######## comp_selftest_ctrl ########
### Clock wiring as the flow saved it, comp_selftest_ctrl

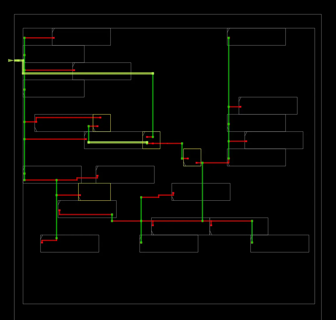

[config.mk]
export PLATFORM = sky130hd
export DESIGN_NAME = comp_selftest_ctrl
export DESIGN_NICKNAME = d
export VERILOG_FILES = /design/src/rtl/comp_pkg.sv /design/src/rtl/comp_golden.sv /design/src/rtl/comp_selftest_ctrl.sv
export SDC_FILE = /design/constraint.sdc
export NUM_CORES = 1
export LEC_CHECK = 0
export CAP_MARGIN = 30
export CORE_UTILIZATION = 52
export CTS_CLUSTER_DIAMETER = 50
export DETAILED_ROUTE_END_ITERATION = 10
export GPL_ROUTABILITY_DRIVEN = 0
export PLACE_DENSITY = 0.82
export SLEW_MARGIN = 10
export SYNTH_ARGS = -nofsm -noshare
export SYNTH_HDL_FRONTEND = slang
export SYNTH_HIERARCHICAL = 1
export SYNTH_SLANG_ARGS = --single-unit
[constraint.sdc]
create_clock -name clk -period 2.2 [get_ports clk]
set_input_delay 0.22 -clock clk [delete_from_list [all_inputs] [get_ports clk]]
set_output_delay 0.22 -clock clk [all_outputs]
set_load 0.1 [all_outputs]
[src/rtl/comp_pkg.sv]
// comp_pkg: shared state encoding and golden comparator function for the comparator self-test
package comp_pkg;

    localparam logic [2:0] ENC_IDLE   = 3'd0;
    localparam logic [2:0] ENC_DRIVE  = 3'd1;
    localparam logic [2:0] ENC_SETTLE = 3'd2;
    localparam logic [2:0] ENC_CHECK  = 3'd3;
    localparam logic [2:0] ENC_DONE   = 3'd4;

    localparam int MAX_WIDTH = 32;

    // State names carry an ST_ prefix so they never collide with the SETTLE parameter
    typedef enum logic [2:0] {
        ST_IDLE   = ENC_IDLE,
        ST_DRIVE  = ENC_DRIVE,
        ST_SETTLE = ENC_SETTLE,
        ST_CHECK  = ENC_CHECK,
        ST_DONE   = ENC_DONE
    } state_t;

    // Unsigned compare returning {l,e,g}; callers zero-extend narrower operands
    function automatic logic [2:0] golden_cmp(input logic [MAX_WIDTH-1:0] a, input logic [MAX_WIDTH-1:0] b);
        return {a < b, a == b, a > b};
    endfunction

endpackage

[src/rtl/comp_golden.sv]
// comp_golden: combinational reference comparator producing {l,e,g}
module comp_golden
    import comp_pkg::*;
#(
    parameter int WIDTH = 1
) (
    input  logic [WIDTH-1:0] a,
    input  logic [WIDTH-1:0] b,
    output logic [2:0]       leg
);

    // Zero-extend to the function width and evaluate the reference compare
    always_comb begin
        leg = golden_cmp(MAX_WIDTH'(a), MAX_WIDTH'(b));
    end

endmodule

[src/rtl/comp_selftest_ctrl.sv]
// comp_selftest_ctrl: sweeps every operand pair into a comparator and checks l/e/g against a golden compare
module comp_selftest_ctrl
    import comp_pkg::*;
#(
    parameter int WIDTH  = 1,
    parameter int SETTLE = 1,
    parameter int ERRW   = 4
) (
    input  logic             clk,
    input  logic             rst_n,
    input  logic             start,
    output logic [WIDTH-1:0] a_out,
    output logic [WIDTH-1:0] b_out,
    input  logic             l_in,
    input  logic             e_in,
    input  logic             g_in,
    output logic             busy,
    output logic             done,
    output logic             pass,
    output logic [ERRW-1:0]  err_count,
    output logic [WIDTH-1:0] fail_a,
    output logic [WIDTH-1:0] fail_b
);

    localparam int VW = 2 * WIDTH;

    state_t          state;
    logic [VW-1:0]   vec;
    logic [3:0]      cnt;
    logic [2:0]      gold;
    logic            mismatch;

    // Reference compare of the operands currently presented to the comparator
    comp_golden #(.WIDTH(WIDTH)) u_golden (
        .a   (a_out),
        .b   (b_out),
        .leg (gold)
    );

    // Any bit difference is an error, including non-one-hot responses
    always_comb begin
        mismatch = {l_in, e_in, g_in} != gold;
    end

    // Sweep FSM with counters and result registers
    always_ff @(posedge clk or negedge rst_n) begin
        if (!rst_n) begin
            state     <= ST_IDLE;
            vec       <= '0;
            cnt       <= '0;
            a_out     <= '0;
            b_out     <= '0;
            busy      <= 1'b0;
            done      <= 1'b0;
            pass      <= 1'b0;
            err_count <= '0;
            fail_a    <= '0;
            fail_b    <= '0;
        end else begin
            case (state)
                ST_IDLE: begin
                    if (start) begin
                        state     <= ST_DRIVE;
                        vec       <= '0;
                        busy      <= 1'b1;
                        done      <= 1'b0;
                        pass      <= 1'b0;
                        err_count <= '0;
                        fail_a    <= '0;
                        fail_b    <= '0;
                    end
                end
                ST_DRIVE: begin
                    {a_out, b_out} <= vec;
                    cnt            <= '0;
                    state          <= ST_SETTLE;
                end
                ST_SETTLE: begin
                    if (cnt == 4'(SETTLE - 1))
                        state <= ST_CHECK;
                    else
                        cnt <= cnt + 4'd1;
                end
                ST_CHECK: begin
                    if (mismatch) begin
                        if (err_count != '1)
                            err_count <= err_count + 1'b1;
                        // err_count saturates and never returns to zero, so zero marks the first error
                        if (err_count == '0) begin
                            fail_a <= a_out;
                            fail_b <= b_out;
                        end
                    end
                    if (vec == '1) begin
                        state <= ST_DONE;
                    end else begin
                        vec   <= vec + 1'b1;
                        state <= ST_DRIVE;
                    end
                end
                ST_DONE: begin
                    busy  <= 1'b0;
                    done  <= 1'b1;
                    pass  <= err_count == '0;
                    state <= ST_IDLE;
                end
                default: state <= ST_IDLE;
            endcase
        end
    end

endmodule
######## bsg_tag_serial_tx ########
==> src/rtl/bsg_tag_serial_tx.sv <==
// Serializes tag master commands (master reset run or client packet) onto en/data lines.
// First bit one cycle after accept; ready_o only in IDLE, so callers simply hold v_i until taken.
module bsg_tag_serial_tx #(
  parameter int els_p        = 16,
  parameter int lg_width_p   = 4,
  parameter int reset_ones_p = 64,
  parameter int gap_p        = 8,
  localparam int lg_els      = $clog2(els_p),
  localparam int pw          = (1 << lg_width_p) - 1
) (
  input  logic                  clk_i,
  input  logic                  reset_n_i,
  input  logic                  v_i,
  output logic                  ready_o,
  input  logic                  cmd_reset_i,
  input  logic [lg_els-1:0]     node_id_i,
  input  logic                  data_not_reset_i,
  input  logic [lg_width_p-1:0] len_i,
  input  logic [pw-1:0]         payload_i,
  output logic                  tag_en_o,
  output logic                  tag_data_o,
  output logic                  busy_o,
  output logic                  done_o
);

  localparam logic [2:0] IDLE    = 3'd0;
  localparam logic [2:0] RST_SEQ = 3'd1;
  localparam logic [2:0] START   = 3'd2;
  localparam logic [2:0] LEN     = 3'd3;
  localparam logic [2:0] DNR     = 3'd4;
  localparam logic [2:0] NODE    = 3'd5;
  localparam logic [2:0] PAYLOAD = 3'd6;
  localparam logic [2:0] GAP     = 3'd7;

  localparam int max_a   = (reset_ones_p > gap_p) ? reset_ones_p : gap_p;
  localparam int max_b   = (max_a > pw) ? max_a : pw;
  localparam int max_cnt = (max_b > lg_els) ? max_b : lg_els;
  localparam int cw      = $clog2(max_cnt + 1);
  localparam int sw      = (pw > lg_els) ? pw : lg_els;

  logic [2:0]            state, nxt_state;
  logic [cw-1:0]         cnt, nxt_cnt;
  logic [sw-1:0]         sh, nxt_sh;
  logic                  en_r, data_r, nxt_en, nxt_data, done_r;
  logic [lg_els-1:0]     node_r;
  logic                  dnr_r;
  logic [lg_width_p-1:0] len_r;
  logic [pw-1:0]         payload_r;
  logic                  accept, last;

  assign ready_o    = reset_n_i && (state == IDLE);
  assign accept     = ready_o && v_i;
  assign last       = (cnt == '0);
  assign busy_o     = (state != IDLE);
  assign tag_en_o   = en_r;
  assign tag_data_o = data_r;
  assign done_o     = done_r;

  // state/cnt describe the bit currently on the lines; cnt = bits left after this one
  always_comb begin
    nxt_state = state;
    nxt_cnt   = cnt - cw'(1);
    nxt_sh    = sh >> 1;
    nxt_en    = 1'b0;
    nxt_data  = 1'b0;
    case (state)
      IDLE: begin
        nxt_cnt = cnt;
        if (accept) begin
          if (cmd_reset_i) begin
            nxt_state = RST_SEQ;
            nxt_cnt   = cw'(reset_ones_p - 1);
          end else begin
            nxt_state = START;
            nxt_cnt   = '0;
          end
        end
      end
      RST_SEQ: if (last) begin
        nxt_state = GAP;
        nxt_cnt   = cw'(gap_p - 1);
      end
      START: begin
        nxt_state = LEN;
        nxt_cnt   = cw'(lg_width_p - 1);
        nxt_sh    = sw'(len_r);
      end
      LEN: if (last) begin
        nxt_state = DNR;
        nxt_cnt   = '0;
        nxt_sh    = sw'(dnr_r);
      end
      DNR: begin
        nxt_state = NODE;
        nxt_cnt   = cw'(lg_els - 1);
        nxt_sh    = sw'(node_r);
      end
      NODE: if (last) begin
        if (len_r == '0) begin
          nxt_state = GAP;
          nxt_cnt   = cw'(gap_p - 1);
        end else begin
          nxt_state = PAYLOAD;
          nxt_cnt   = cw'(len_r) - cw'(1);
          nxt_sh    = sw'(payload_r);
        end
      end
      PAYLOAD: if (last) begin
        nxt_state = GAP;
        nxt_cnt   = cw'(gap_p - 1);
      end
      GAP: if (last) begin
        nxt_state = IDLE;
        nxt_cnt   = '0;
      end
    endcase

    case (nxt_state)
      RST_SEQ, START: begin
        nxt_en   = 1'b1;
        nxt_data = 1'b1;
      end
      LEN, DNR, NODE, PAYLOAD: begin
        nxt_en   = 1'b1;
        nxt_data = nxt_sh[0];
      end
      default: begin
        nxt_en   = 1'b0;
        nxt_data = 1'b0;
      end
    endcase
  end

  always_ff @(posedge clk_i) begin
    if (!reset_n_i) begin
      state     <= IDLE;
      cnt       <= '0;
      sh        <= '0;
      en_r      <= 1'b0;
      data_r    <= 1'b0;
      done_r    <= 1'b0;
      node_r    <= '0;
      dnr_r     <= 1'b0;
      len_r     <= '0;
      payload_r <= '0;
    end else begin
      state  <= nxt_state;
      cnt    <= nxt_cnt;
      sh     <= nxt_sh;
      en_r   <= nxt_en;
      data_r <= nxt_data;
      done_r <= (state == GAP) && last;
      if (accept) begin
        node_r    <= node_id_i;
        dnr_r     <= data_not_reset_i;
        len_r     <= len_i;
        payload_r <= payload_i;
      end
    end
  end

endmodule

==> config.mk <==
export PLATFORM = sky130hd
export DESIGN_NAME = bsg_tag_serial_tx
export DESIGN_NICKNAME = d
export VERILOG_FILES = /design/src/rtl/bsg_tag_serial_tx.sv
export SDC_FILE = /design/constraint.sdc
export NUM_CORES = 1
export LEC_CHECK = 0
export ABC_AREA = 0
export CAP_MARGIN = 15
export CORE_MARGIN = 2
export CORE_UTILIZATION = 56
export CTS_BUF_LIST = sky130_fd_sc_hd__clkbuf_4
export CTS_CLUSTER_SIZE = 10
export DETAILED_ROUTE_END_ITERATION = 8
export GPL_TIMING_DRIVEN = 1
export PLACE_DENSITY = 0.81
export SETUP_SLACK_MARGIN = 0.2
export SYNTH_ARGS = -nofsm -noshare
export SYNTH_HDL_FRONTEND = slang
export SYNTH_SLANG_ARGS = --single-unit
==> constraint.sdc <==
create_clock -name clk_i -period 2 [get_ports clk_i]
set_input_delay 0.4 -clock clk_i [delete_from_list [all_inputs] [get_ports clk_i]]
set_output_delay 0.4 -clock clk_i [all_outputs]
set_load 0.03 [all_outputs]
### Gate families picked out, comp_selftest_ctrl

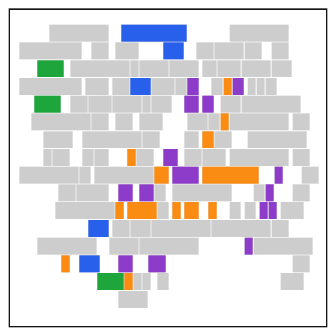
| family | colour | cells |
|---|---|---|
| nor cells | orange | 13 |
| xor and xnor cells | blue | 5 |
| mux cells | green | 3 |
| nand cells | purple | 15 |

Notes on 'Clock wiring as the flow saved it' of comp_selftest_ctrl above:
clock skew: 6.41 ps
clk ins delay skew pair: 300 ps
Clock buffer cells: 4

==> qor.yml, comp_selftest_ctrl <==
synthesis:
  yosysCellCount: 103
  yosys_most_used_dff: "dfrtp_1"
  logic_family: "simple AND/OR/NAND/NOR gates"
  syn_avg_cell_area_um2: 10.9
global_route:
  grt_antenna_before_repair: 0
  grt_pass1_wl_um: 3420
status:
  outcome: "finished clean"
critical_path:
  cp_cell_sequence: "inv_1, ha_1, xnor2_4, nand3_1, and4b_1, a211oi_1"
  crit_arrival_ps: 1940
  rr_worst_depth: 6
final_layout:
  layout_top_cell: "dfrtp_1"
  num-nonclk-buffers: 17
floorplan:
  die_w_um: 48.4
cts:
  cts_setup_buffers: 0
placed_design:
  numPortBuffers: 16
  dpl.hpwl_um: 1500
timing:
  clock.fmax_mhz: 579
job:
  max_cap_violations: 0
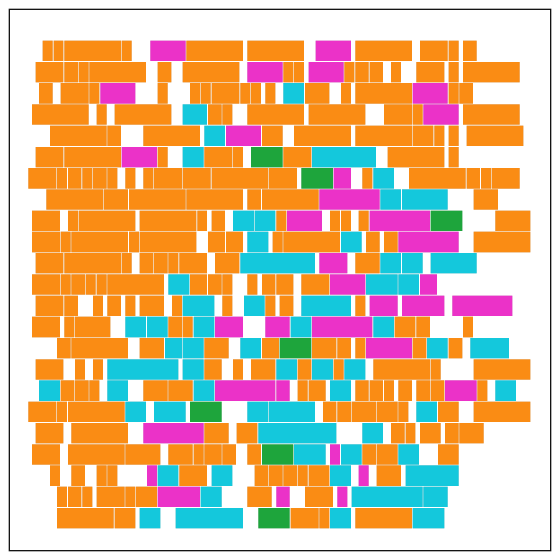
*Cells by drive strength, bsg_tag_serial_tx*
| size | colour | cells | most used |
|---|---|---|---|
| _0 and _1 cells | orange | 245 | nand2_1 |
| _2 cells | magenta | 34 | a22oi_2 |
| _3 and _4 cells | cyan | 63 | buf_4 |
| _6 and larger | green | 7 | buf_6 |
Non-CTS buffers: 74
P&R area growth vs syn: 37.3%
Final WS setup: 88.3 ps
Finished Cell Area: 3260 µm²

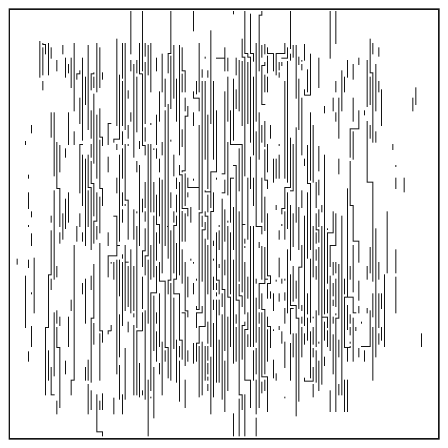
*Metal 2, bsg_tag_serial_tx*
longest straight run: 28.9 µm
wire length on this layer: 3,450 µm
global-route met2 utilization: 0.438
routed wire length: 6980 µm
Vias: 2,467

==> qor.yml, bsg_tag_serial_tx <==
critical_path:
  crit_arrival_ps: 2240
  path_buffers: 0
  reg2reg_to: "tag_data_o$_SDFF_PN0_"
  path_max_fanout: 5
final_layout:
  comb_cells: 206
  nNetsFinal: 379
  sh_comb_area: 0.432
  flops: 51
  clkCellAreaFrac: 0.0199
routing:
  drc_errors: 0
  top_layer: "met4"
status:
  outcome: "finished clean"
synthesis:
  ys_sh_mux: 0.00421
  syn_inst: 287
  top_area_cell: "dfxtp_1"
  synth_top_area_share: 0.429
  ys.flops: 51
floorplan:
  die_h_um: 69.2
  rows: 23
timing:
  clock.fmax_mhz: 523
  setup_viol: 0
  fin_crit_sh: 0.956
global_route:
  track_usage: 0.279
  grt_antenna_before_repair: 0
  grt_pass1_vias: 2277
  gr-total-overflow: 0
cts:
  cts_setup_buffers: 11
  cts_hold_buf: 0
  clk_latency_ps: 400


==> notes/layouts.md <==
Pictures saved along the way, in no particular order.

Placed cells, one colour a class.
panel A
Bar = 10 µm. Fill, decap, tap and diode cells in grey.
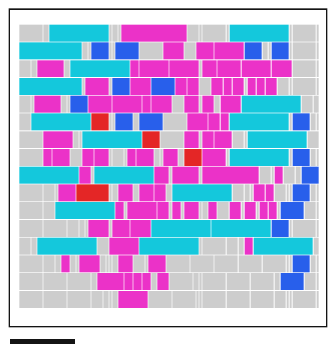
panel B
Bar = 20 µm. Fill, decap, tap and diode cells in grey.
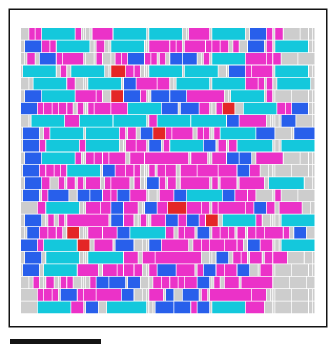
Of these, highest utilization: panel B
Of these, most cells: panel B
panel A: comp_selftest_ctrl
panel B: bsg_tag_serial_tx

